==================== design 1
### src/rtl/memory_arbiter.sv
// memory_arbiter: shares the single RAM port between instruction fetch and
// the data path. One requester is granted at a time. Ties alternate using
// the most recently served requester. A RAM ERROR or a timeout is a sticky
// fault, cleared only by reset.
module memory_arbiter #(
   parameter int unsigned TIMEOUT = 255
) (
   input  logic        CLK,
   input  logic        RST,
   input  logic        iREN,
   input  logic [31:0] iaddr,
   output logic [31:0] iload,
   output logic        iwait,
   input  logic        dREN,
   input  logic        dWEN,
   input  logic [31:0] daddr,
   input  logic [31:0] dstore,
   output logic [31:0] dload,
   output logic        dwait,
   output logic        ramREN,
   output logic        ramWEN,
   output logic [31:0] ramaddr,
   output logic [31:0] ramstore,
   input  logic [31:0] ramload,
   input  logic [1:0]  ramstate,
   output logic        memerr
);

   localparam int unsigned CW = $clog2(TIMEOUT + 1);
   localparam logic [CW-1:0] TMO_LAST = CW'(TIMEOUT - 1);

   typedef enum logic [1:0] {IDLE, DATA, INST, ERR} state_t;
   typedef enum logic [1:0] {FREE, BUSY, ACCESS, ERROR} ramstate_t;

   state_t        state, state_n;
   logic          last_inst, last_inst_n;
   logic [CW-1:0] cnt, cnt_n;
   logic [31:0]   cap_addr, cap_addr_n;
   logic [31:0]   cap_store, cap_store_n;
   logic          cap_write, cap_write_n;

   logic dreq, access, ram_fault, req_held;

   assign dreq      = dREN | dWEN;
   assign access    = (ramstate == ACCESS);
   assign ram_fault = (ramstate == ERROR);
   assign req_held  = (state == DATA) ? dreq : iREN;

   // Read data is a passthrough; it is only meaningful while the matching wait is low.
   assign iload = ramload;
   assign dload = ramload;

   // State, arbitration history, timeout counter and captured request.
   always_ff @(posedge CLK) begin
      if (RST) begin
         state     <= IDLE;
         last_inst <= 1'b1;
         cnt       <= '0;
         cap_addr  <= '0;
         cap_store <= '0;
         cap_write <= 1'b0;
      end else begin
         state     <= state_n;
         last_inst <= last_inst_n;
         cnt       <= cnt_n;
         cap_addr  <= cap_addr_n;
         cap_store <= cap_store_n;
         cap_write <= cap_write_n;
      end
   end

   // Next-state selection, request capture and RAM/cache side outputs.
   always_comb begin
      state_n     = state;
      last_inst_n = last_inst;
      cnt_n       = cnt;
      cap_addr_n  = cap_addr;
      cap_store_n = cap_store;
      cap_write_n = cap_write;
      ramREN      = 1'b0;
      ramWEN      = 1'b0;
      ramaddr     = '0;
      ramstore    = '0;
      iwait       = 1'b1;
      dwait       = 1'b1;
      memerr      = 1'b0;

      case (state)
         IDLE: begin
            cnt_n = '0;
            // Data wins a tie only when instruction was served last.
            if (dreq && (!iREN || last_inst)) begin
               state_n     = DATA;
               cap_addr_n  = daddr;
               cap_store_n = dstore;
               cap_write_n = dWEN;
            end else if (iREN) begin
               state_n     = INST;
               cap_addr_n  = iaddr;
               cap_store_n = '0;
               cap_write_n = 1'b0;
            end
         end
         DATA, INST: begin
            ramaddr  = cap_addr;
            ramstore = cap_store;
            ramREN   = (state == INST) || !cap_write;
            ramWEN   = (state == DATA) && cap_write;
            // Completion outranks fault and abort checks.
            if (access) begin
               if (state == DATA) dwait = 1'b0;
               else               iwait = 1'b0;
               state_n     = IDLE;
               last_inst_n = (state == INST);
               cnt_n       = '0;
            end else if (ram_fault || (cnt == TMO_LAST)) begin
               state_n = ERR;
            end else if (!req_held) begin
               state_n = IDLE;
               cnt_n   = '0;
            end else if (cnt != '1) begin
               cnt_n = cnt + CW'(1);
            end
         end
         ERR: begin
            memerr = 1'b1;
         end
         default: begin
            state_n = IDLE;
         end
      endcase
   end

endmodule

### config.mk
export PLATFORM = sky130hd
export DESIGN_NAME = memory_arbiter
export DESIGN_NICKNAME = d
export VERILOG_FILES = /design/src/rtl/memory_arbiter.sv
export SDC_FILE = /design/constraint.sdc
export NUM_CORES = 1
export LEC_CHECK = 0
export CAP_MARGIN = 40
export CORE_MARGIN = 3
export CORE_UTILIZATION = 35
export DETAILED_ROUTE_END_ITERATION = 8
export GPL_TIMING_DRIVEN = 0
export PLACE_DENSITY = 0.79
export SYNTH_ARGS = -nofsm -noshare
export SYNTH_HDL_FRONTEND = slang
export SYNTH_SLANG_ARGS = --single-unit
export TNS_END_PERCENT = 100
### constraint.sdc
create_clock -name CLK -period 5.45 [get_ports CLK]
set_clock_uncertainty 0.2 [all_clocks]
set_input_delay 0.8175 -clock CLK [delete_from_list [all_inputs] [get_ports CLK]]
set_output_delay 0.8175 -clock CLK [all_outputs]
set_load 0.1 [all_outputs]
==================== design 2
### config.mk
export PLATFORM = sky130hd
export DESIGN_NAME = memory_stage
export DESIGN_NICKNAME = d
export VERILOG_FILES = /design/src/rtl/pipeline_pkg.sv /design/src/rtl/latch.sv /design/src/rtl/memory_stage.sv
export SDC_FILE = /design/constraint.sdc
export NUM_CORES = 1
export LEC_CHECK = 0
export CORE_AREA = 2 2 138 140
export CTS_BUF_LIST = sky130_fd_sc_hd__clkbuf_8
export DETAILED_ROUTE_END_ITERATION = 12
export DIE_AREA = 0 0 140 142
export PLACE_DENSITY = 0.68
export SLEW_MARGIN = 10
export SYNTH_ARGS = -nofsm -noshare
export SYNTH_HDL_FRONTEND = slang
export SYNTH_SLANG_ARGS = --single-unit
### constraint.sdc
create_clock -name clk -period 10.9 [get_ports clk]
set_clock_uncertainty 0.05 [all_clocks]
set_input_delay 3.27 -clock clk [delete_from_list [all_inputs] [get_ports clk]]
set_output_delay 3.27 -clock clk [all_outputs]
set_load 0.02 [all_outputs]
### src/rtl/pipeline_pkg.sv
// Types and width defaults shared by the pipeline stages.
package pipeline_pkg;
    localparam int DEF_DATA_W = 32;
    localparam int DEF_ADDR_W = 5;
    localparam int DEF_PC_W   = 32;

    typedef enum logic [1:0] {
        MEM_IDLE = 2'd0,
        MEM_WAIT = 2'd1,
        MEM_DONE = 2'd2
    } mem_state_t;
endpackage

### src/rtl/latch.sv
// Pipeline register with flush (priority) and advance enable.
module latch #(
    parameter int W = 1
) (
    input  logic         clk,
    input  logic         reset,
    input  logic         en,
    input  logic         clear,
    input  logic [W-1:0] d,
    output logic [W-1:0] q
);
    always_ff @(posedge clk or posedge reset) begin
        if (reset)      q <= '0;
        else if (clear) q <= '0;
        else if (en)    q <= d;
    end
endmodule

### src/rtl/memory_stage.sv
// MEM stage: data-memory access FSM, branch resolution, ME->WB pipeline registers.
module memory_stage
    import pipeline_pkg::*;
#(
    parameter int DATA_W = DEF_DATA_W,
    parameter int ADDR_W = DEF_ADDR_W,
    parameter int PC_W   = DEF_PC_W
) (
    input  logic              clk,
    input  logic              reset,
    input  logic              rf_we_i,
    input  logic              mem_we_i,
    input  logic              mem2rf_i,
    input  logic              branch_i,
    input  logic              check_eq_i,
    input  logic [DATA_W-1:0] mem_wdata_i,
    input  logic [ADDR_W-1:0] rf_waddr_i,
    input  logic [DATA_W-1:0] alu_result_i,
    input  logic [PC_W-1:0]   pc_branch_i,
    input  logic              latch_en,
    input  logic              latch_clear,
    output logic              dmem_req_o,
    output logic              dmem_we_o,
    output logic [DATA_W-1:0] dmem_addr_o,
    output logic [DATA_W-1:0] dmem_wdata_o,
    input  logic              dmem_ready_i,
    input  logic [DATA_W-1:0] dmem_rdata_i,
    output logic              pc_src_o,
    output logic [PC_W-1:0]   pc_branch_o,
    output logic              stall_o,
    output logic [DATA_W-1:0] rf_data_m_o,
    output logic [ADDR_W-1:0] rf_dst_m_o,
    output logic              rf_we_m_o,
    output logic              rf_we_o,
    output logic              mem2rf_o,
    output logic [ADDR_W-1:0] rf_waddr_o,
    output logic [DATA_W-1:0] alu_result_o,
    output logic [DATA_W-1:0] mem_rdata_o,
    output mem_state_t        mem_state_o
);
    // Handshake: a transfer completes in any cycle where dmem_req_o and dmem_ready_i are
    // both high; address/we/wdata stay stable until then because the stall freezes EX.
    mem_state_t        state, state_next;
    logic              mem_op;
    logic              req;
    logic [DATA_W-1:0] rdata_buf;
    logic [DATA_W-1:0] rdata_sel;

    assign mem_op       = mem_we_i | mem2rf_i;
    assign pc_src_o     = branch_i & (check_eq_i ~^ (alu_result_i == '0));
    assign pc_branch_o  = pc_branch_i;
    assign dmem_we_o    = mem_we_i;
    assign dmem_addr_o  = alu_result_i;
    assign dmem_wdata_o = mem_wdata_i;
    assign rf_data_m_o  = alu_result_i;
    assign rf_dst_m_o   = rf_waddr_i;
    assign rf_we_m_o    = rf_we_i;
    assign mem_state_o  = state;

    always_comb begin
        state_next = state;
        req        = 1'b0;
        case (state)
            MEM_IDLE: begin
                if (mem_op) begin
                    req = 1'b1;
                    if (dmem_ready_i) state_next = latch_en ? MEM_IDLE : MEM_DONE;
                    else              state_next = MEM_WAIT;
                end
            end
            MEM_WAIT: begin
                req = 1'b1;
                if (dmem_ready_i) state_next = latch_en ? MEM_IDLE : MEM_DONE;
            end
            MEM_DONE: begin
                if (latch_en) state_next = MEM_IDLE;
            end
            default: state_next = MEM_IDLE;
        endcase
        if (latch_clear) state_next = MEM_IDLE;
    end

    always_ff @(posedge clk or posedge reset) begin
        if (reset) state <= MEM_IDLE;
        else       state <= state_next;
    end

    // Read data completed while WB is blocked is parked here so the request is not re-issued.
    always_ff @(posedge clk or posedge reset) begin
        if (reset)
            rdata_buf <= '0;
        else if (req && dmem_ready_i && !latch_en)
            rdata_buf <= dmem_rdata_i;
    end

    assign dmem_req_o = req & ~reset;
    assign stall_o    = mem_op & ~dmem_ready_i & (state != MEM_DONE);
    assign rdata_sel  = (state == MEM_DONE) ? rdata_buf : dmem_rdata_i;

    latch #(.W(1)) u_rf_we (
        .clk(clk), .reset(reset), .en(latch_en), .clear(latch_clear), .d(rf_we_i), .q(rf_we_o));
    latch #(.W(1)) u_mem2rf (
        .clk(clk), .reset(reset), .en(latch_en), .clear(latch_clear), .d(mem2rf_i), .q(mem2rf_o));
    latch #(.W(ADDR_W)) u_rf_waddr (
        .clk(clk), .reset(reset), .en(latch_en), .clear(latch_clear), .d(rf_waddr_i), .q(rf_waddr_o));
    latch #(.W(DATA_W)) u_alu_result (
        .clk(clk), .reset(reset), .en(latch_en), .clear(latch_clear), .d(alu_result_i),
        .q(alu_result_o));
    latch #(.W(DATA_W)) u_mem_rdata (
        .clk(clk), .reset(reset), .en(latch_en), .clear(latch_clear), .d(rdata_sel),
        .q(mem_rdata_o));
endmodule


## Gallery

Placed cells, one color a class.
Plate I
The bar under the picture is 50 um long.
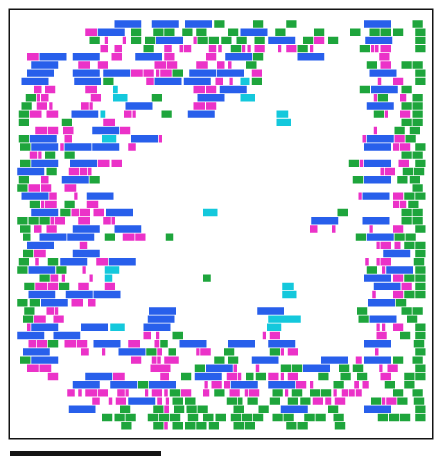
Plate II
The bar under the picture is 20 um long.
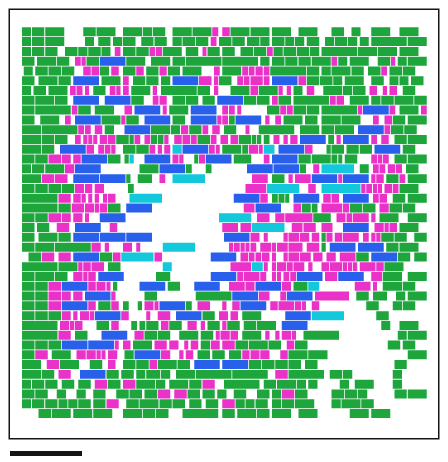
Of these, highest utilization: Plate II
Of these, most sequential cells: Plate I
design 1 -> Plate II
design 2 -> Plate I

Figure 1. PDN straps and rails (design 2).
The bar under the picture is 50 um long. Pins as bars on the die edge. Tap cells in gray.
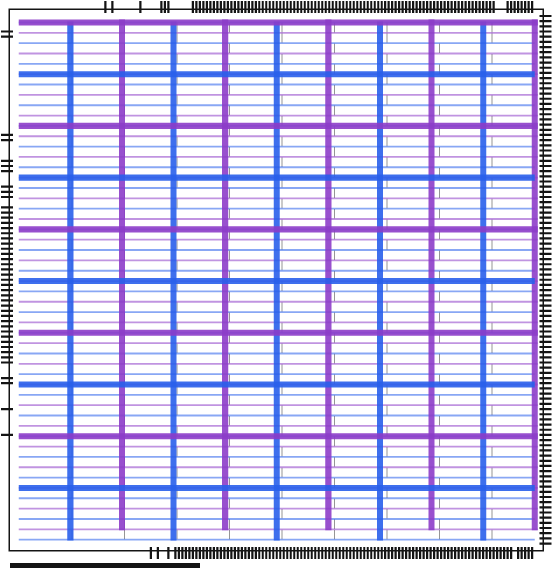
- blue: VSS
- purple: VDD
- met4 straps: 10
- met5 straps: 10
- rows: 50
- tap cells: 234
Core ar.: 18,500 um^2
Vert. Die Dim: 142 um

Figure 2. Routing congestion map (design 2).
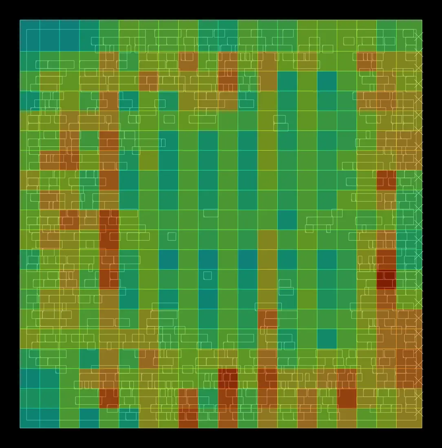
WL/cell: 17.8 um
Final Core Density: 0.387
busiest layer in global routing: met2
total track usage: 0.145

==> results.py, design 2 <==
# Auto-generated metrics
metrics = {
    "run_status": {
        "status": "finished with violations",
        "violations": "DRC",
    },
    "die": {
        "std_cell_rows": 50,
        "pin_count": 354,
    },
    "synth": {
        "syn-mean-instance-area_um2": 11.1,
        "yosysWarnings": 0,
        "yosys-top-cells-area": "dfrtp_1 (48%), buf_4 (19%), mux2i_1 (13%), mux2_2 (6.3%), nor2_1 (5.0%)",
    },
    "routing": {
        "firstDrtPassIters": 11,
        "routed_wl_um": 14500,
        "drt_iter0_markers": 132,
        "drc": 25,
        "vias": 3708,
    },
    "power_and_ir_drop": {
        "power.total_uw": 933,
        "power_frac_clock": 0.269,
        "p_leak_nw": 2.96,
    },
    "hold_path": {
        "min_path_type": "reg2reg",
        "hold_depth": 1,
    },
    "global_route": {
        "grt.met2_usage": 0.239,
        "gr-total-overflow": 0,
        "grt_util_met3": 0.0437,
    },
    "clock_network": {
        "cts_max_level": 3,
        "cts_tree": "built",
        "clockRootBuffer": "clkbuf_8",
        "cts_resized": 0,
    },
    "final_timing": {
        "fin_setup_tns_ns": 0,
        "rsz0062_at_grt": "false",
    },
    "layout": {
        "dominant_cells": "registers",
        "seq_share": 0.368,
        "drive_gt1_frac": 0.0997,
        "buf_share": 0.319,
        "nNonClkBuffers": 230,
    },
    "critical_path": {
        "worstSetupStartpointType": "primary input",
    },
}
-- design 2: Yosys cell counts --
cell and number:
mux2_1 1, nor3b_4 1, o21ai_0 1, buf_4 138, nor2_1 74, buf_1 1, clkbuf_1 13, or2_4 1
mux2_2 31, nor2b_1 1, inv_1 1, a211oi_1 32, or3_1 1, nand4_1 2, buf_2 7, buf_6 3
and3_1 1, nor4_1 8, a21oi_1 1, nor3_1 4, mux2i_1 71, dfrtp_1 105
-- design 2: cell families (layout without fill, tap and decap cells) --
family / Yosys count / count (layout) / synth area share
flops: 105 / 105 / 0.476
buf+inv: 163 / 247 / 0.210
simple gates: 93 / 93 / 0.0737
compound gates: 34 / 34 / 0.0454
mux: 103 / 103 / 0.194
-- design 2: power groups by stage --
stage | clock, mW | sequential [mW] | combinational, mW
floorplan | 0 | 0.476 | 0.150
global placement | 0 | 0.457 | 0.229
detailed placement | 0 | 0.459 | 0.234
CTS | 0.266 | 0.452 | 0.235
global route | 0.284 | 0.457 | 0.247
finish | 0.251 | 0.451 | 0.231
Figure 3. PDN straps and rails (design 1).
The bar under the picture is 20 um long. Pins as bars on the die edge. Tap cells in gray.
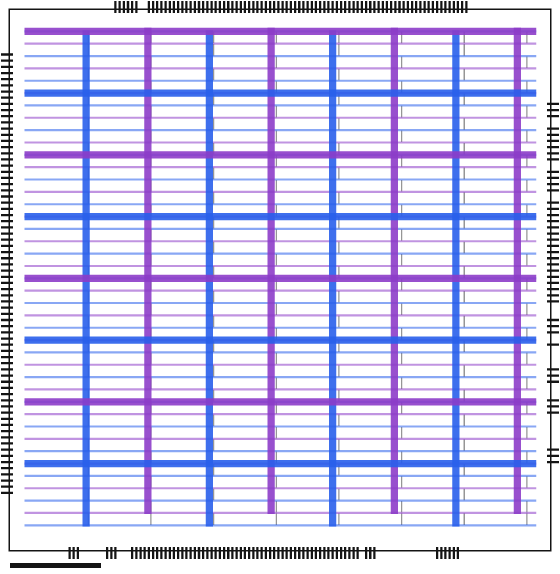
- blue: VSS
- purple: VDD
- signal pins: 268
- rows: 40
- met1 rails: 41
- met5 straps: 8
Core ar.: 12,300 um^2
Vert. Die Dim: 119 um
Peak VDD IR: 0.398 mV
Die W: 119 um

==> results.py, design 1 <==
# Auto-generated metrics
metrics = {
    "run_status": {
        "status": "finished, final reports clean",
    },
    "layout": {
        "final_util": 0.784,
        "antenna_cells": 0,
        "drive_gt1_frac": 0.283,
        "final_layout_top_logic_cells": "clkdlybuf4s50_1 (234), buf_8 (109), dfxtp_1 (76), buf_4 (65), and2_1 (64)",
        "reg_top3": "cap_addr: 32 flops, cap_store: 32 flops, cnt: 8 flops",
    },
    "synth": {
        "synth_cell_types": 54,
        "synthCells": 529,
        "synth.cellmix.simpleShare": 0.243,
        "most_common_cell": "dfxtp_1",
        "synth.mux.area_fraction": 0.0762,
        "ys_ff": 76,
        "adder_share": 0.0196,
        "ys_cells": 529,
        "async_reset_ff_frac": 0,
    },
    "routing": {
        "vias": 5353,
        "met2_length_um": 10200,
        "drc": 0,
        "drt_iter0_markers": 302,
    },
    "clock_network": {
        "clk_path_buf_depth": 2,
        "ctsHoldBuffers": 0,
        "clk_latency_ns": 0.33,
        "cts_max_level": 3,
    },
    "final_timing": {
        "whs_ns": 0.252,
        "worst_slack_ns": 1.65,
        "worst_pin_slew_ns": 0.535,
        "fin_setup_tns_ns": 0,
    },
    "die": {
        "pin_count": 268,
        "fp_util": 0.364,
    },
    "placement": {
        "hpwl_um": 15600,
        "dpl.cell_count": 1064,
        "numPortBuffers": 234,
        "placed_cell_area_um2": 9310,
    },
    "global_route": {
        "grt_use_met1": 0.267,
        "grt-busiest-layer": "met2",
        "grt_max_degree": 15,
        "antenna_found_initial": 0,
        "grt_pass1_vias": 5942,
    },
    "job": {
        "max_cap_violations": 0,
    },
    "power_and_ir_drop": {
        "p_sw_frac": 0.512,
        "power_per_cell_area_nw_per_um2": 491,
    },
    "critical_path": {
        "rrSetupSlack_ns": 3.22,
    },
}
## design 1: layout make-up
| cell class | instances | area share |
|---|---|---|
| Buffer | 103 | 0.0739 |
| Timing Repair Buffer | 367 | 0.483 |
| Inverter | 9 | 0.00351 |
| Sequential cell | 76 | 0.158 |
| Clock inverter | 6 | 0.00742 |
| Clock buffer | 10 | 0.0238 |
| Multi-Input combinational cell | 341 | 0.229 |
| Tap cell | 168 | 0.0219 |
## design 1: worst max-delay path, cell delays in order, from the launching register on
cell and delay (ns):
dfxtp_1 0.43, inv_1 0.10, ha_1 0.34, clkbuf_8 0.19, clkbuf_1 0.40, and2_1 0.20
clkdlybuf4s50_1 0.59, buf_16 0.20
## design 1: worst max path at each step
stage / startpoint / endpoint / slack (ns) / cells past startpoint
6_report: state[1]$_SDFFE_PP0P_ / ramaddr[16] / 1.65 / 7
3_5_place_dp: ramstate[1] / iwait / 1.72 / 6
5_1_grt: state[1]$_SDFFE_PP0P_ / iwait / 1.52 / 7
3_3_place_gp: ramstate[1] / iwait / 1.44 / 5
4_1_cts: state[1]$_SDFFE_PP0P_ / ramaddr[16] / 1.68 / 7
2_1_floorplan: state[0]$_SDFFE_PP0P_ / ramREN / 1.24 / 4

==================== design 3
Figure 4. Wiring by layer (design 3).
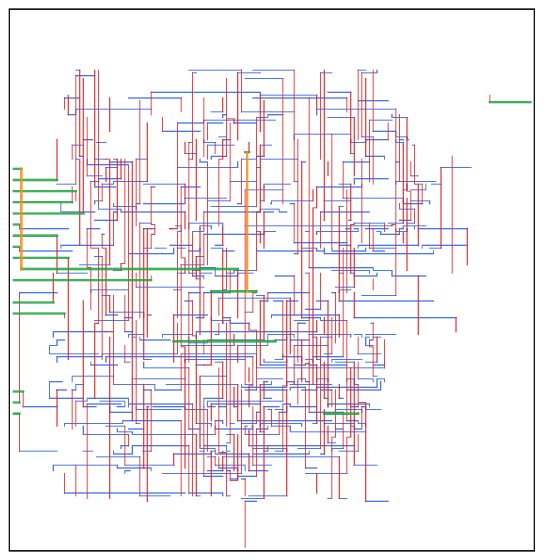

**src/rtl/pga_pkg.sv**
```systemverilog
// Shared encodings for the MCP6S2x multi-device PGA controller:
// request commands, instruction opcodes, FSM states and frame builder.
package pga_pkg;

    typedef enum logic [1:0] {
        CMD_GAIN = 2'd0,
        CMD_CHAN = 2'd1,
        CMD_SHDN = 2'd2,
        CMD_NOP  = 2'd3
    } cmd_e;

    typedef enum logic [1:0] {
        ST_IDLE,
        ST_SHIFT,
        ST_ENDF,
        ST_GAP
    } state_e;

    localparam logic [7:0] OP_GAIN = 8'h40;
    localparam logic [7:0] OP_CHAN = 8'h41;
    localparam logic [7:0] OP_SHDN = 8'h20;
    localparam logic [7:0] OP_NOP  = 8'h00;

    function automatic logic [15:0] build_frame(
        input cmd_e       cmd,
        input logic [2:0] data
    );
        logic [15:0] f;
        f = '0;
        unique case (cmd)
            CMD_GAIN: f = {OP_GAIN, 5'b0, data};
            CMD_CHAN: f = {OP_CHAN, 5'b0, data};
            CMD_SHDN: f = {OP_SHDN, 8'h00};
            CMD_NOP:  f = {OP_NOP, 8'h00};
            default:  f = '0;
        endcase
        return f;
    endfunction

endpackage

```
**src/rtl/pga_multi_ctrl_if.sv**
```systemverilog
// Request handshake plus SPI pins of the PGA controller.
// master = requester side, slave = controller side.
interface pga_multi_ctrl_if #(
    parameter int NUM_DEV = 2
);
    localparam int DW = (NUM_DEV > 1) ? $clog2(NUM_DEV) : 1;

    logic               Req_Valid;
    logic               Req_Ready;
    logic [DW-1:0]      Req_Dev;
    logic [1:0]         Req_Cmd;
    logic [2:0]         Req_Data;
    logic               Busy;
    logic               Done;
    logic               Err;
    logic [NUM_DEV-1:0] SPI_nCS;
    logic               SPI_SO;
    logic               SPI_SCK;

    modport master (
        output Req_Valid, Req_Dev, Req_Cmd, Req_Data,
        input  Req_Ready, Busy, Done, Err,
        input  SPI_nCS, SPI_SO, SPI_SCK
    );

    modport slave (
        input  Req_Valid, Req_Dev, Req_Cmd, Req_Data,
        output Req_Ready, Busy, Done, Err,
        output SPI_nCS, SPI_SO, SPI_SCK
    );

endinterface

```
**src/rtl/pga_tick_gen.sv**
```systemverilog
// Divide-by-CLK_DIV tick source with synchronous clear; tick fires on the
// last count, pre_tick one clock earlier.
module pga_tick_gen #(
    parameter int CLK_DIV = 50
) (
    input  logic clk,
    input  logic rst,
    input  logic clear,
    output logic tick,
    output logic pre_tick
);
    localparam int CW = (CLK_DIV > 1) ? $clog2(CLK_DIV) : 1;
    localparam logic [CW-1:0] LAST = CW'(CLK_DIV - 1);
    localparam logic [CW-1:0] PRE  = CW'(CLK_DIV - 2);

    logic [CW-1:0] cnt;

    always_ff @(posedge clk or posedge rst) begin
        if (rst) begin
            cnt <= '0;
        end else if (clear || cnt == LAST) begin
            cnt <= '0;
        end else begin
            cnt <= cnt + 1'b1;
        end
    end

    assign tick     = !clear && (cnt == LAST);
    assign pre_tick = !clear && (cnt == PRE);

endmodule

```
**src/rtl/pga_multi_ctrl.sv**
```systemverilog
// SPI frame controller for NUM_DEV MCP6S2x PGAs: one 16-bit write per
// accepted request, SPI mode 0, chip-select gap between frames.
module pga_multi_ctrl
    import pga_pkg::*;
#(
    parameter int CLK_DIV = 50,
    parameter int NUM_DEV = 2,
    parameter int CS_GAP  = 2
) (
    input logic             Clk,
    input logic             Reset,
    pga_multi_ctrl_if.slave bus
);
    localparam int DW = (NUM_DEV > 1) ? $clog2(NUM_DEV) : 1;
    localparam int TW = $clog2(CS_GAP + 40);
    localparam logic [TW-1:0] T_LAST_BIT = TW'(31);
    localparam logic [TW-1:0] T_GAP_END  = TW'(32 + CS_GAP);
    localparam logic [DW:0]   DEV_LIM    = (DW + 1)'(NUM_DEV);

    if (CLK_DIV < 2) begin : g_bad_div
        $error("pga_multi_ctrl: CLK_DIV must be >= 2");
    end
    if (NUM_DEV < 1) begin : g_bad_dev
        $error("pga_multi_ctrl: NUM_DEV must be >= 1");
    end
    if (CS_GAP < 1) begin : g_bad_gap
        $error("pga_multi_ctrl: CS_GAP must be >= 1");
    end

    state_e             state;
    state_e             state_nx;
    logic               armed;
    logic               err_q;
    logic               tick;
    logic               pre_tick;
    logic               accept;
    logic               dev_ok;
    logic [TW-1:0]      tcnt;
    logic [15:0]        frame;
    logic [DW-1:0]      dev;
    logic               sel;
    logic [NUM_DEV-1:0] ncs;
    logic               sck;
    logic               so;
    logic               done;
    logic               ready;

    assign accept = bus.Req_Valid && ready;
    assign dev_ok = {1'b0, bus.Req_Dev} < DEV_LIM;

    pga_tick_gen #(
        .CLK_DIV(CLK_DIV)
    ) u_tick (
        .clk     (Clk),
        .rst     (Reset),
        .clear   (state == ST_IDLE),
        .tick    (tick),
        .pre_tick(pre_tick)
    );

    always_ff @(posedge Clk or posedge Reset) begin
        if (Reset) begin
            state <= ST_IDLE;
        end else begin
            state <= state_nx;
        end
    end

    // GAP leaves one clock before the final gap tick so the next request
    // can be taken exactly on that tick edge.
    always_comb begin
        state_nx = state;
        unique case (state)
            ST_IDLE:  if (accept && dev_ok) state_nx = ST_SHIFT;
            ST_SHIFT: if (tick && tcnt == T_LAST_BIT) state_nx = ST_ENDF;
            ST_ENDF:  if (tick) state_nx = ST_GAP;
            ST_GAP:   if (pre_tick && tcnt == T_GAP_END) state_nx = ST_IDLE;
            default:  state_nx = ST_IDLE;
        endcase
    end

    always_ff @(posedge Clk or posedge Reset) begin
        if (Reset) begin
            armed <= 1'b0;
            err_q <= 1'b0;
            tcnt  <= '0;
            frame <= '0;
            dev   <= '0;
        end else begin
            armed <= 1'b1;
            err_q <= accept && !dev_ok;
            if (state == ST_IDLE) begin
                tcnt <= '0;
            end else if (tick) begin
                tcnt <= tcnt + 1'b1;
            end
            if (accept && dev_ok) begin
                frame <= build_frame(cmd_e'(bus.Req_Cmd), bus.Req_Data);
                dev   <= bus.Req_Dev;
            end
        end
    end

    // Odd tick counts are SCK-high phases; bit index advances every 2 ticks.
    always_comb begin
        sel = (state == ST_SHIFT) || (state == ST_ENDF);
        for (int i = 0; i < NUM_DEV; i++) begin
            ncs[i] = !(sel && dev == DW'(i));
        end
        sck   = (state == ST_SHIFT) && tcnt[0];
        so    = (state == ST_SHIFT) && frame[4'd15 - tcnt[4:1]];
        done  = (state == ST_ENDF) && tick;
        ready = armed && (state == ST_IDLE);
    end

    assign bus.Req_Ready = ready;
    assign bus.Busy      = !Reset && !ready;
    assign bus.Done      = done;
    assign bus.Err       = err_q;
    assign bus.SPI_nCS   = ncs;
    assign bus.SPI_SO    = so;
    assign bus.SPI_SCK   = sck;

endmodule

```
**src/flat_wrapper.sv**
```systemverilog
// flat-port wrapper written by rule: the top's interface ports become plain ports
module pga_multi_ctrl_flat import pga_pkg::*;
#(
    parameter int CLK_DIV = 50,
    parameter int NUM_DEV = 2,
    parameter int CS_GAP  = 2
)
  (Clk, Reset, bus_Req_Valid, bus_Req_Dev, bus_Req_Cmd, bus_Req_Data, bus_Req_Ready, bus_Busy, bus_Done, bus_Err, bus_SPI_nCS, bus_SPI_SO, bus_SPI_SCK);
  pga_multi_ctrl_if #(.NUM_DEV(NUM_DEV)) bus_i ();
  input logic Clk;
  input logic Reset;
  input wire logic [$bits(bus_i.Req_Valid)-1:0] bus_Req_Valid;
  input wire logic [$bits(bus_i.Req_Dev)-1:0] bus_Req_Dev;
  input wire logic [$bits(bus_i.Req_Cmd)-1:0] bus_Req_Cmd;
  input wire logic [$bits(bus_i.Req_Data)-1:0] bus_Req_Data;
  output wire logic [$bits(bus_i.Req_Ready)-1:0] bus_Req_Ready;
  output wire logic [$bits(bus_i.Busy)-1:0] bus_Busy;
  output wire logic [$bits(bus_i.Done)-1:0] bus_Done;
  output wire logic [$bits(bus_i.Err)-1:0] bus_Err;
  output wire logic [$bits(bus_i.SPI_nCS)-1:0] bus_SPI_nCS;
  output wire logic [$bits(bus_i.SPI_SO)-1:0] bus_SPI_SO;
  output wire logic [$bits(bus_i.SPI_SCK)-1:0] bus_SPI_SCK;
  assign bus_i.Req_Valid = bus_Req_Valid;
  assign bus_i.Req_Dev = bus_Req_Dev;
  assign bus_i.Req_Cmd = bus_Req_Cmd;
  assign bus_i.Req_Data = bus_Req_Data;
  assign bus_Req_Ready = bus_i.Req_Ready;
  assign bus_Busy = bus_i.Busy;
  assign bus_Done = bus_i.Done;
  assign bus_Err = bus_i.Err;
  assign bus_SPI_nCS = bus_i.SPI_nCS;
  assign bus_SPI_SO = bus_i.SPI_SO;
  assign bus_SPI_SCK = bus_i.SPI_SCK;
  pga_multi_ctrl #(.CLK_DIV(CLK_DIV), .NUM_DEV(NUM_DEV), .CS_GAP(CS_GAP)) u_core (.Clk(Clk), .Reset(Reset), .bus(bus_i));
endmodule
```
**config.mk**
```make
export PLATFORM = sky130hd
export DESIGN_NAME = pga_multi_ctrl_flat
export DESIGN_NICKNAME = d
export VERILOG_FILES = /design/src/rtl/pga_pkg.sv /design/src/rtl/pga_multi_ctrl_if.sv /design/src/rtl/pga_tick_gen.sv /design/src/rtl/pga_multi_ctrl.sv /design/src/flat_wrapper.sv
export SDC_FILE = /design/constraint.sdc
export NUM_CORES = 1
export LEC_CHECK = 0
export ABC_AREA = 1
export CAP_MARGIN = 30
export CORE_AREA = 5 5 59 61
export CTS_CLUSTER_SIZE = 12
export DETAILED_ROUTE_END_ITERATION = 16
export DIE_AREA = 0 0 64 66
export PLACE_DENSITY = 0.73
export RECOVER_POWER = 25
export SYNTH_ARGS = -nofsm -noshare
export SYNTH_HDL_FRONTEND = slang
export SYNTH_SLANG_ARGS = --single-unit
```
**constraint.sdc**
```tcl
create_clock -name Clk -period 1.5 [get_ports Clk]
set_clock_uncertainty 0.05 [all_clocks]
set_input_delay 0.3 -clock Clk [delete_from_list [all_inputs] [get_ports Clk]]
set_output_delay 0.3 -clock Clk [all_outputs]
set_load 0.01 [all_outputs]
```
==================== design 4
[src/rtl/qmult_pipe.sv]
// rtl/qmult_pipe.sv - two-stage pipelined multi-lane signed Q-format multiplier
//
// Purpose:
//   Multiplies LANES independent pairs of N-bit two's complement Q-format
//   operands (Q fractional bits) per beat. Rounding and saturation are chosen
//   per beat. Fixed latency is two cycles, one beat per cycle is accepted, and
//   a single global advance signal stalls both stages together.
//
// Ports:
//   clk        in   rising-edge clock
//   rst        in   asynchronous active-low reset
//   in_valid   in   input beat valid
//   in_ready   out  input beat can be accepted (combinational from out side)
//   a, b       in   LANES*N operands, lane i = [i*N +: N]
//   round_en   in   1 = round half up on magnitude, 0 = truncate
//   sat_en     in   1 = saturate on overflow, 0 = wrap
//   out_valid  out  result beat valid
//   out_ready  in   downstream accepts result beat
//   q_result   out  LANES*N products, same packing as a
//   overflow   out  per-lane overflow of the current output beat
//   ovf_sticky out  per-lane overflow history of transferred beats
//   ovf_clr    in   synchronous clear of ovf_sticky
module qmult_pipe #(
    parameter int N     = 16,
    parameter int Q     = 12,
    parameter int LANES = 4
) (
    input  logic                 clk,
    input  logic                 rst,
    input  logic                 in_valid,
    output logic                 in_ready,
    input  logic [LANES*N-1:0]   a,
    input  logic [LANES*N-1:0]   b,
    input  logic                 round_en,
    input  logic                 sat_en,
    output logic                 out_valid,
    input  logic                 out_ready,
    output logic [LANES*N-1:0]   q_result,
    output logic [LANES-1:0]     overflow,
    output logic [LANES-1:0]     ovf_sticky,
    input  logic                 ovf_clr
);

    localparam int PW = 2 * N;          // magnitude product width
    localparam int RW = 2 * N - Q + 1;  // rescaled magnitude width (room for round carry)

    // Half an LSB of the result, added to the magnitude before the shift.
    localparam logic [PW:0]   RND_INC = {{PW{1'b0}}, 1'b1} << (Q - 1);
    // Largest representable magnitudes: 2^(N-1)-1 positive, 2^(N-1) negative.
    localparam logic [RW-1:0] POS_LIM = {{(RW - N + 1){1'b0}}, {(N - 1){1'b1}}};
    localparam logic [RW-1:0] NEG_LIM = {{(RW - N){1'b0}}, 1'b1, {(N - 1){1'b0}}};
    localparam logic [N-1:0]  MAX_VAL = {1'b0, {(N - 1){1'b1}}};
    localparam logic [N-1:0]  MIN_VAL = {1'b1, {(N - 1){1'b0}}};

    logic                     adv;

    // Stage 1 registers: magnitude products plus sign and the beat's modes.
    logic                     s1_valid_q, s1_valid_d;
    logic [LANES-1:0][PW-1:0] s1_p_q, s1_p_d;
    logic [LANES-1:0]         s1_neg_q, s1_neg_d;
    logic                     s1_round_q, s1_round_d;
    logic                     s1_sat_q, s1_sat_d;

    // Stage 2 registers: the visible output beat.
    logic                     out_valid_q, out_valid_d;
    logic [LANES-1:0][N-1:0]  res_q, res_d;
    logic [LANES-1:0]         ovf_q, ovf_d;
    logic [LANES-1:0]         sticky_q, sticky_d;

    // Combinational per-lane results feeding each stage.
    logic [LANES-1:0][PW-1:0] prod_c;
    logic [LANES-1:0]         neg_c;
    logic [LANES-1:0][N-1:0]  res_c;
    logic [LANES-1:0]         ovf_c;

    // Both stages move together; the only stall source is a held output.
    assign adv      = ~out_valid_q | out_ready;
    assign in_ready = adv;

    genvar g;
    generate
        for (g = 0; g < LANES; g++) begin : g_lane
            logic [N-1:0]  a_l, b_l, mag_a, mag_b;
            logic [PW:0]   sum;
            logic [RW-1:0] r;
            logic [N-1:0]  low;
            logic          negr;
            logic          ovf;

            // Stage 1: sign/magnitude split. The most negative operand maps to
            // magnitude 2^(N-1), which still fits as an N-bit unsigned value.
            assign a_l         = a[g*N +: N];
            assign b_l         = b[g*N +: N];
            assign mag_a       = a_l[N-1] ? -a_l : a_l;
            assign mag_b       = b_l[N-1] ? -b_l : b_l;
            assign prod_c[g]   = {{N{1'b0}}, mag_a} * {{N{1'b0}}, mag_b};
            assign neg_c[g]    = a_l[N-1] ^ b_l[N-1];

            // Stage 2: round on magnitude, rescale, then reapply the sign.
            assign sum  = {1'b0, s1_p_q[g]} + (s1_round_q ? RND_INC : '0);
            assign r    = RW'(sum >> Q);
            // A product that rounds or truncates to zero must not become negative.
            assign negr = s1_neg_q[g] & (r != '0);
            assign ovf  = negr ? (r > NEG_LIM) : (r > POS_LIM);
            assign low  = r[N-1:0];

            assign res_c[g] = (s1_sat_q && ovf) ? (negr ? MIN_VAL : MAX_VAL)
                                                : (negr ? -low : low);
            assign ovf_c[g] = ovf;
        end
    endgenerate

    // Next-state: valids follow the global advance; data registers only load
    // when a real beat enters them, so bubbles leave the last data in place.
    always_comb begin
        s1_valid_d  = s1_valid_q;
        s1_p_d      = s1_p_q;
        s1_neg_d    = s1_neg_q;
        s1_round_d  = s1_round_q;
        s1_sat_d    = s1_sat_q;
        out_valid_d = out_valid_q;
        res_d       = res_q;
        ovf_d       = ovf_q;

        if (adv) begin
            s1_valid_d  = in_valid;
            out_valid_d = s1_valid_q;
            if (in_valid) begin
                s1_p_d     = prod_c;
                s1_neg_d   = neg_c;
                s1_round_d = round_en;
                s1_sat_d   = sat_en;
            end
            if (s1_valid_q) begin
                res_d = res_c;
                ovf_d = ovf_c;
            end
        end

        // Set wins over clear so an overflow transferring in the clear cycle is kept.
        sticky_d = (sticky_q & ~{LANES{ovf_clr}})
                 | ({LANES{out_valid_q & out_ready}} & ovf_q);
    end

    always_ff @(posedge clk or negedge rst) begin
        if (!rst) begin
            s1_valid_q  <= 1'b0;
            s1_p_q      <= '0;
            s1_neg_q    <= '0;
            s1_round_q  <= 1'b0;
            s1_sat_q    <= 1'b0;
            out_valid_q <= 1'b0;
            res_q       <= '0;
            ovf_q       <= '0;
            sticky_q    <= '0;
        end else begin
            s1_valid_q  <= s1_valid_d;
            s1_p_q      <= s1_p_d;
            s1_neg_q    <= s1_neg_d;
            s1_round_q  <= s1_round_d;
            s1_sat_q    <= s1_sat_d;
            out_valid_q <= out_valid_d;
            res_q       <= res_d;
            ovf_q       <= ovf_d;
            sticky_q    <= sticky_d;
        end
    end

    assign out_valid  = out_valid_q;
    assign q_result   = res_q;
    assign overflow   = ovf_q;
    assign ovf_sticky = sticky_q;

endmodule

[config.mk]
export PLATFORM = sky130hd
export DESIGN_NAME = qmult_pipe
export DESIGN_NICKNAME = d
export VERILOG_FILES = /design/src/rtl/qmult_pipe.sv
export SDC_FILE = /design/constraint.sdc
export NUM_CORES = 2
export LEC_CHECK = 0
export CAP_MARGIN = 30
export CELL_PAD_IN_SITES_DETAIL_PLACEMENT = 0
export CELL_PAD_IN_SITES_GLOBAL_PLACEMENT = 1
export CORE_ASPECT_RATIO = 0.5
export CORE_UTILIZATION = 42
export CTS_BUF_LIST = sky130_fd_sc_hd__clkbuf_4
export CTS_CLUSTER_SIZE = 20
export DETAILED_ROUTE_END_ITERATION = 12
export PLACE_DENSITY = 0.78
export SLEW_MARGIN = 30
export SYNTH_ARGS = -nofsm -noshare
export SYNTH_HDL_FRONTEND = slang
export SYNTH_SLANG_ARGS = --single-unit
[constraint.sdc]
create_clock -name clk -period 3.6 [get_ports clk]
set_input_delay 0.72 -clock clk [delete_from_list [all_inputs] [get_ports clk]]
set_output_delay 0.72 -clock clk [all_outputs]
set_load 0.005 [all_outputs]
Figure 5. Routed clock nets over the placement (design 3).
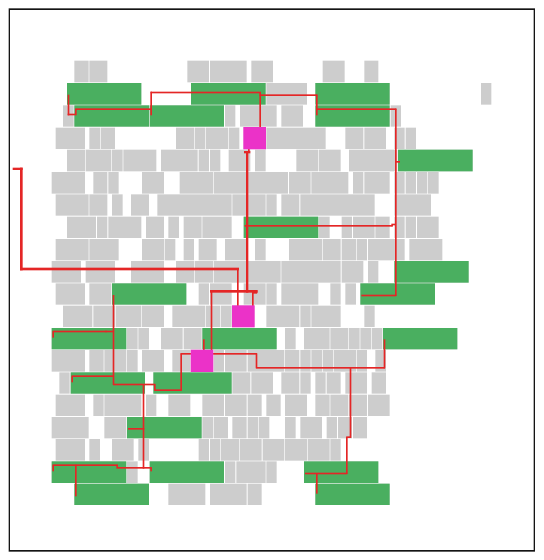
- red: clock wires (length 303 um)
- green: flip-flops (count 22)
- magenta: clock drivers (count 3)
- routed clock nets: 4

About Figure 4:
- red: metal 2 (wire length 1,830 um)
- orange: metal 4 (wire length 29.2 um)
- blue: metal 1 (wire length 1,410 um)
- green: metal 3 (wire length 127 um)
WL/cell: 13.1 um
Post-Route WL: 3390 um

==> results.py, design 3 <==
# Auto-generated metrics
metrics = {
    "run_status": {
        "status": "finished with violations",
        "violations": "setup timing",
    },
    "critical_path": {
        "worstRegToRegCells": 11,
        "critical_path.max_stage_delay_ns": 0.45,
        "cp_max_fo": 5,
        "timing.rr.start": "u_core.state[0]$_DFFE_PP0P_",
        "crit_end": "bus_SPI_SO",
    },
    "hold_path": {
        "hold_depth": 3,
        "min_path_type": "in2reg",
    },
    "synth": {
        "async_reset_ff_frac": 1.00,
        "ys_top_cells_by_count": "nand2_1 (34), inv_1 (29), dfrtp_1 (22)",
        "flop_cell": "dfrtp_1",
        "synth-area-yosys_um2": 1320,
        "most_common_cell": "nand2_1",
    },
    "final_timing": {
        "setup_viol": 9,
        "max_slew_margin": 0.615,
        "worst_slack_ns": -0.332,
    },
    "layout": {
        "antenna_cells": 0,
        "nNonClkBuffers": 59,
        "dominant_cells": "combinational gates",
        "layout_top_cell": "buf_4",
        "area_growth_pct": 53.7,
    },
    "clock_network": {
        "ctsHoldBuffers": 0,
        "cts_setup_buffers": 7,
    },
    "routing": {
        "vias": 1241,
    },
    "die": {
        "fp_util": 0.450,
    },
    "global_route": {
        "grt_pass1_wl_um": 5420,
    },
}
==> design 3: stage by stage <==
step | worst slack (ns) | hold WS, ns | util | instance area (um^2)
2_1_floorplan | 0.00549 | 0.239 | - | 1320
3_3_place_gp | -0.307 | 0.498 | 0.593 | 1740
3_5_place_dp | -0.437 | 0.516 | 0.593 | 1740
4_1_cts | -0.327 | 0.277 | 0.650 | 1900
5_1_grt | -0.408 | 0.467 | 0.691 | 2020
6_report | -0.332 | 0.486 | 0.691 | 2020
==> design 3: worst max-delay path: cells and delay by family (launching register included) <==
| family | cells | cell delay (ns) |
|---|---|---|
| and+or+nand+nor | 3 | 0.22 |
| AOI/OAI and AO/OA | 2 | 0.28 |
| DFF | 1 | 0.45 |
| buffers and inverters | 2 | 0.21 |
==> design 3: routing by layer <==
metal  track usage  vias to the layer above
li1              -                      630
met1         0.176                      583
met2         0.317                       24
met3        0.0323                        4
met4        0.0468                        0
met5             0                        -
==> design 3: registers in the layout (all words and copies together) (netlist names) <==
register	flops
u_core.frame	6
u_core.tcnt	6
u_core.u_tick.cnt	6
u_core.state	2
u_core.armed	1
u_core.dev	1
Figure 6. PDN straps and rails (design 4).
The bar under the picture is 100 um long. Pins as bars on the die edge. Tap cells in gray.
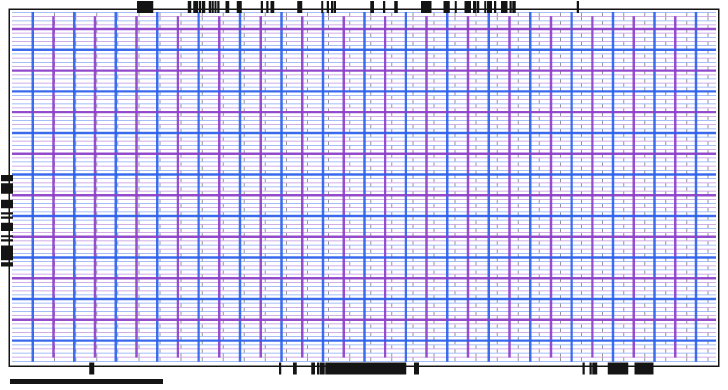
- blue: VSS
- purple: VDD
- met1 rails: 85
- rows: 84
Core ar.: 105,000 um^2
Die W: 464 um

Figure 7. Placed cells, one color a class (design 4).
The bar under the picture is 100 um long.
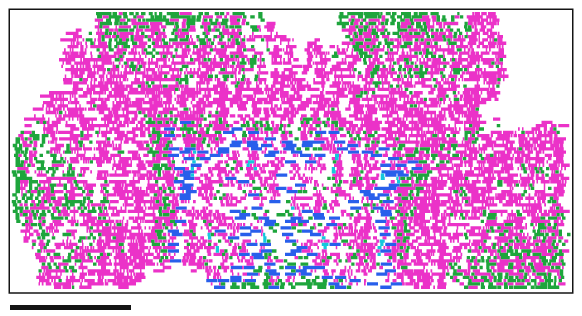
- magenta: combinational and other logic (cells 4,967)
- green: other buffers and delay cells (cells 1,373)
- blue: flops (cells 164)
- cyan: clock drivers and dummy loads (cells 32)
flop share of the area: 0.0668
Final Core Density: 0.584
Cell Rows: 84

==> results.py, design 4 <==
# Auto-generated metrics
metrics = {
    "die": {
        "dieArea_um2": 108000,
        "pin_count": 209,
    },
    "final_timing": {
        "worst_pin_slew_ns": 0.858,
        "max_slew_margin": 0.428,
        "worst_slack_ns": -3.75,
        "whs_ns": 0.0997,
        "setup_viol": 84,
    },
    "run_status": {
        "violations": "setup timing",
        "status": "finished with violations",
    },
    "routing": {
        "firstDrtPassIters": 6,
        "met2_length_um": 68100,
        "routedWlPerCell_um": 17.5,
    },
    "critical_path": {
        "crit_end": "s1_p_q[63]$_DFFE_PN0P_",
        "cp_max_fo": 4,
        "crit_start": "b[16]",
    },
    "layout": {
        "fin_cells": 7956,
        "fin_area_um2": 61500,
    },
    "job": {
        "tool_warnings": 33,
    },
    "clock_network": {
        "cts_made_buffers": 17,
        "clk_path_buf_depth": 2,
    },
    "global_route": {
        "grt_pass1_wl_um": 226000,
    },
    "placement": {
        "numPortBuffers": 208,
    },
    "synth": {
        "yosys-top-cells-area": "fa_1 (35%), ha_1 (12%), dfrtp_1 (9.2%), inv_1 (8.2%), nand2_1 (6.7%)",
    },
}
[design 4: logic make-up after synthesis]
family                   count (synthesis)  synth area share
adder cells (fa/ha/maj)               1196             0.464
AND/OR/NAND/NOR                       1815             0.181
flip-flops                             164            0.0917
AND-OR/OR-AND                          609            0.0920
buffers and inverters                 1156            0.0992
XOR/XNOR                               341            0.0667
multiplexers                            22           0.00512
[design 4: cell type report]
type	count	area [um^2]
Sequential cell	164	4110
Fill cell	9313	43800
Inverter	984	3720
Timing Repair Buffer	1373	11600
Antenna cell	1	2.50
Clock buffer	18	135
Multi-Input combinational cell	3983	40000
Clock inverter	14	106
Tap cell	1419	1780
[design 4: flip-flops by register name (all words and copies together) (netlist names)]
register	flops
s1_p_q	84
q_result	64
overflow	4
ovf_sticky	4
s1_neg_q	4
out_valid	1
s1_round_q	1
s1_sat_q	1
s1_valid_q	1

==================== design 5
File: src/rtl/systolic1x4_drain.sv
// Result drain for the 1x4 systolic array: snapshots c0..c3 with de-skew
// (c_i sampled i cycles after the capture request), then serializes the four
// results as beats idx 0..3 on a valid/ready stream.
//
// Latency: a capture pulse sampled at edge E0 raises out_valid after E3; the
// earliest first transfer is at E4. With out_ready held high, the four beats
// transfer at E4..E7. busy and out_valid fall after E7.
//
// Backpressure: out_ready=0 stalls indefinitely. out_data/out_idx/out_last
// are held until the beat is accepted. A cap arriving while busy is dropped
// and sets the sticky overrun flag. The exception is a cap on the final-transfer
// edge, which starts the next snapshot immediately.
//
// Ports:
//   clk, rst           rising-edge clock, asynchronous active-high reset
//   cap                capture request pulse
//   clr_ovr            synchronous clear of overrun (a simultaneous drop wins)
//   c0..c3             array accumulator outputs (W bits each)
//   out_data/out_idx   current beat and the PE index it came from
//   out_last           high with the idx-3 beat only
//   out_valid/out_ready  stream handshake
//   busy               high while capturing or sending
//   overrun            sticky flag: a cap was dropped
module systolic1x4_drain #(
    parameter int W = 32
) (
    input  logic         clk,
    input  logic         rst,
    input  logic         cap,
    input  logic         clr_ovr,
    input  logic [W-1:0] c0,
    input  logic [W-1:0] c1,
    input  logic [W-1:0] c2,
    input  logic [W-1:0] c3,
    output logic [W-1:0] out_data,
    output logic [1:0]   out_idx,
    output logic         out_last,
    output logic         out_valid,
    input  logic         out_ready,
    output logic         busy,
    output logic         overrun
);

    typedef enum logic [1:0] {
        IDLE = 2'd0,
        CAPT = 2'd1,
        SEND = 2'd2
    } state_t;

    state_t       state;
    logic [W-1:0] snap0;
    logic [W-1:0] snap1;
    logic [W-1:0] snap2;
    logic [W-1:0] snap3;
    logic [1:0]   cc;

    logic xfer;
    logic final_xfer;
    logic cap_take;
    logic cap_drop;

    // out_valid is only ever high in SEND, so xfer implies SEND.
    assign xfer       = out_valid & out_ready;
    assign final_xfer = xfer & (out_idx == 2'd3);
    // A cap is honoured in IDLE, or on the edge that retires the last beat
    // (back-to-back snapshots). Anywhere else it is dropped.
    assign cap_take   = cap & ((state == IDLE) | final_xfer);
    assign cap_drop   = cap & ~cap_take;

    always_ff @(posedge clk or posedge rst) begin
        if (rst) begin
            state     <= IDLE;
            snap0     <= '0;
            snap1     <= '0;
            snap2     <= '0;
            snap3     <= '0;
            cc        <= 2'd0;
            out_idx   <= 2'd0;
            out_valid <= 1'b0;
            out_last  <= 1'b0;
            busy      <= 1'b0;
            overrun   <= 1'b0;
        end else begin
            // A dropped cap takes priority over a clear on the same edge.
            if (cap_drop) begin
                overrun <= 1'b1;
            end else if (clr_ovr) begin
                overrun <= 1'b0;
            end

            case (state)
                IDLE: begin
                    if (cap_take) begin
                        snap0 <= c0;
                        cc    <= 2'd1;
                        busy  <= 1'b1;
                        state <= CAPT;
                    end
                end

                CAPT: begin
                    // PE cc lags PE 0 by cc cycles, so its result is valid now.
                    case (cc)
                        2'd1:    snap1 <= c1;
                        2'd2:    snap2 <= c2;
                        2'd3:    snap3 <= c3;
                        default: ;
                    endcase
                    cc <= cc + 2'd1;
                    if (cc == 2'd3) begin
                        state     <= SEND;
                        out_idx   <= 2'd0;
                        out_valid <= 1'b1;
                        out_last  <= 1'b0;
                    end
                end

                SEND: begin
                    if (xfer) begin
                        // Wraps 3 -> 0 on the final beat, leaving idx ready
                        // for the next burst.
                        out_idx  <= out_idx + 2'd1;
                        out_last <= (out_idx == 2'd2);
                        if (out_idx == 2'd3) begin
                            out_valid <= 1'b0;
                            out_last  <= 1'b0;
                            if (cap_take) begin
                                snap0 <= c0;
                                cc    <= 2'd1;
                                state <= CAPT;
                            end else begin
                                busy  <= 1'b0;
                                state <= IDLE;
                            end
                        end
                    end
                end

                default: begin
                    state     <= IDLE;
                    out_valid <= 1'b0;
                    out_last  <= 1'b0;
                    busy      <= 1'b0;
                end
            endcase
        end
    end

    // Beat data is a pure mux of registers, so it cannot change while a
    // stalled beat waits for out_ready.
    always_comb begin
        out_data = snap0;
        case (out_idx)
            2'd0: out_data = snap0;
            2'd1: out_data = snap1;
            2'd2: out_data = snap2;
            2'd3: out_data = snap3;
            default: out_data = snap0;
        endcase
    end

endmodule

File: config.mk
export PLATFORM = sky130hd
export DESIGN_NAME = systolic1x4_drain
export DESIGN_NICKNAME = d
export VERILOG_FILES = /design/src/rtl/systolic1x4_drain.sv
export SDC_FILE = /design/constraint.sdc
export NUM_CORES = 1
export LEC_CHECK = 0
export CELL_PAD_IN_SITES_DETAIL_PLACEMENT = 0
export CELL_PAD_IN_SITES_GLOBAL_PLACEMENT = 1
export CORE_UTILIZATION = 35
export DETAILED_ROUTE_END_ITERATION = 10
export GPL_ROUTABILITY_DRIVEN = 0
export PLACE_DENSITY_LB_ADDON = 0.1
export SLEW_MARGIN = 20
export SYNTH_ARGS = -nofsm -noshare
export SYNTH_HDL_FRONTEND = slang
export SYNTH_SLANG_ARGS = --single-unit
File: constraint.sdc
create_clock -name clk -period 8 [get_ports clk]
set_input_delay 1.6 -clock clk [delete_from_list [all_inputs] [get_ports clk]]
set_output_delay 1.6 -clock clk [all_outputs]
set_load 0.05 [all_outputs]
Figure 8. PDN straps and rails (design 5).
The bar under the picture is 50 um long. Pins as bars on the die edge. Tap cells in gray.
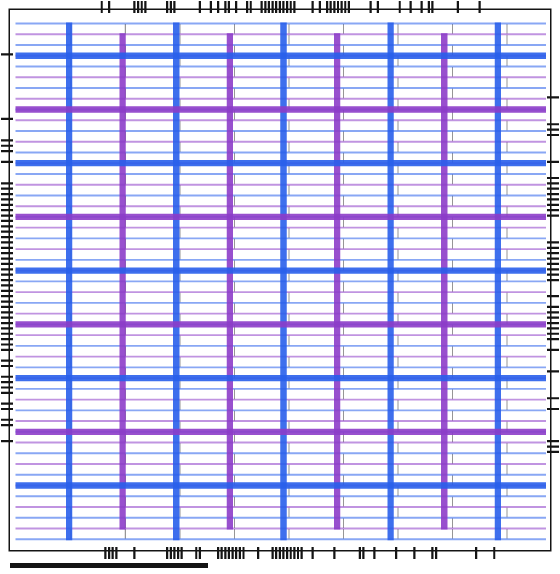
- purple: VDD
- blue: VSS
- signal pins: 171
- rows: 48
- met5 straps: 9
- tap cells: 225
Die W: 137 um
Vert. Die Dim: 137 um
Peak VDD IR: 0.240 mV
Core ar.: 17,500 um^2

==> results.py <==
# Auto-generated metrics
metrics = {
    "run_status": {
        "status": "finished, final reports clean",
    },
    "synth": {
        "synth_top_area_share": 0.544,
        "largest_area_cell": "dfrtp_1",
        "ys_top_cells_by_count": "dfrtp_1 (138), mux2_2 (72), inv_1 (40)",
        "edf_count": 0,
        "ys_cells": 442,
        "flop_cell": "dfrtp_1",
        "most_common_cell": "dfrtp_1",
        "syn-mean-instance-area_um2": 14.4,
        "synth_cell_types": 30,
    },
    "clock_network": {
        "cts_max_level": 4,
        "clk_path_buf_depth": 2,
        "clock_sinks": 138,
        "path_clk_slew_ns": 0.05,
    },
    "critical_path": {
        "crit_slowest_cell": "clkdlybuf4s50_1",
        "crit_start": "out_idx[0]$_DFFE_PP0P_",
        "critical_path.max_stage_delay_ns": 0.83,
        "crit_family": "buffers and inverters",
        "crit_end": "out_data[12]",
        "crit_chain": "inv_1, ha_2, a222oi_1, mux2i_1, clkdlybuf4s50_1",
    },
    "power_and_ir_drop": {
        "seq_cell_power_mw": 1.26,
        "power_frac_clock": 0.245,
        "power.total_mw": 3.93,
        "power_per_cell_area_nw_per_um2": 442,
        "p_leak_nw": 4.00,
        "seqPwrFrac": 0.321,
    },
    "layout": {
        "drive_gt1_frac": 0.235,
        "seq_cells": 138,
        "antenna_cells": 0,
        "num-fill-cells": 1520,
        "regArea_um2": 3450,
        "comb_area_frac": 0.288,
        "nClkBuffers": 20,
        "nNonClkBuffers": 172,
    },
    "die": {
        "dieArea_um2": 18700,
        "nWellTaps": 225,
        "fp_util": 0.362,
        "pin_count": 171,
    },
    "placement": {
        "placed_cell_area_um2": 8160,
    },
    "routing": {
        "routedWlPerCell_um": 19.4,
        "firstDrtPassIters": 5,
        "vias": 4228,
        "routed_via_density": 5.02,
    },
    "final_timing": {
        "finalClockPeriodUsage": 0.592,
        "fmax_mhz": 211,
        "worst_pin_slew_ns": 0.992,
        "worst_slack_ns": 3.27,
        "fin_worst_skew_ns": 0.00849,
        "hold_violations": 0,
        "whs_ns": 0.487,
        "setup_viol": 0,
    },
    "global_route": {
        "gr-total-overflow": 0,
        "grt_pass1_vias": 4547,
        "grt_usage": 0.183,
        "grt_pass1_wl_um": 25100,
    },
    "hold_path": {
        "holdPathEnd": "snap0[17]$_DFFE_PP0P_",
    },
}
layer usage:
| layer | wire, um | track usage | vias up | part of all wire |
|---|---|---|---|---|
| met5 | 12 | 0 | - | 0.00073 |
| met4 | 191 | 0.0593 | 2 | 0.012 |
| met3 | 1190 | 0.0563 | 16 | 0.073 |
| met2 | 7820 | 0.299 | 132 | 0.48 |
| met1 | 7160 | 0.230 | 2141 | 0.44 |
| li1 | - | - | 1937 | - |
cell usage in the layout, fill, tap and decap left out, types with 2 or more instances in the layout:
master	n
nand2_4	3
clkinv_2	2
mux2_1	27
dfrtp_1	138
ha_1	4
a222oi_1	32
ha_2	3
nand2_1	7
o22ai_1	4
buf_4	2
inv_1	39
mux2_4	29
clkdlybuf4s50_1	170
mux2i_1	34
o21ai_0	4
clkbuf_8	2
bufinv_16	8
mux2_2	72
nor2b_1	3
clkbuf_16	17
cells by family after synthesis:
group                    count (synthesis)  synth area share
multiplexers                           162             0.298
flip-flops                             138             0.544
buffers and inverters                   68            0.0558
AND-OR/OR-AND                           46            0.0662
AND/OR/NAND/NOR                         19            0.0195
adder cells (fa/ha/maj)                  8            0.0158
XOR/XNOR                                 1           0.00138


==> layout pictures side by side <==
Routing congestion map.
image #1
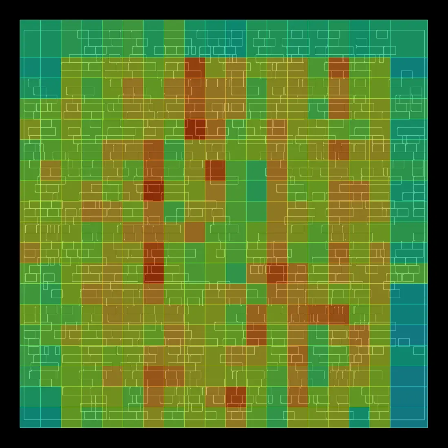
image #2
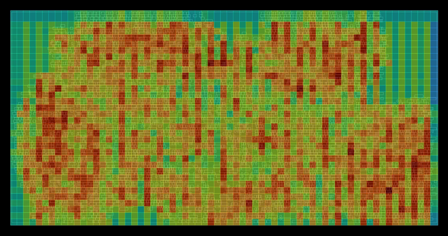
image #3
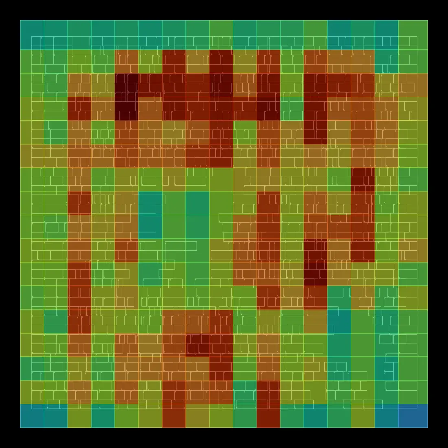
- highest utilization: image #3
image #1 -> design 5
image #3 -> design 1
image #2 -> design 4

Power figures rest on the tool's default switching activity, not on a simulated workload.
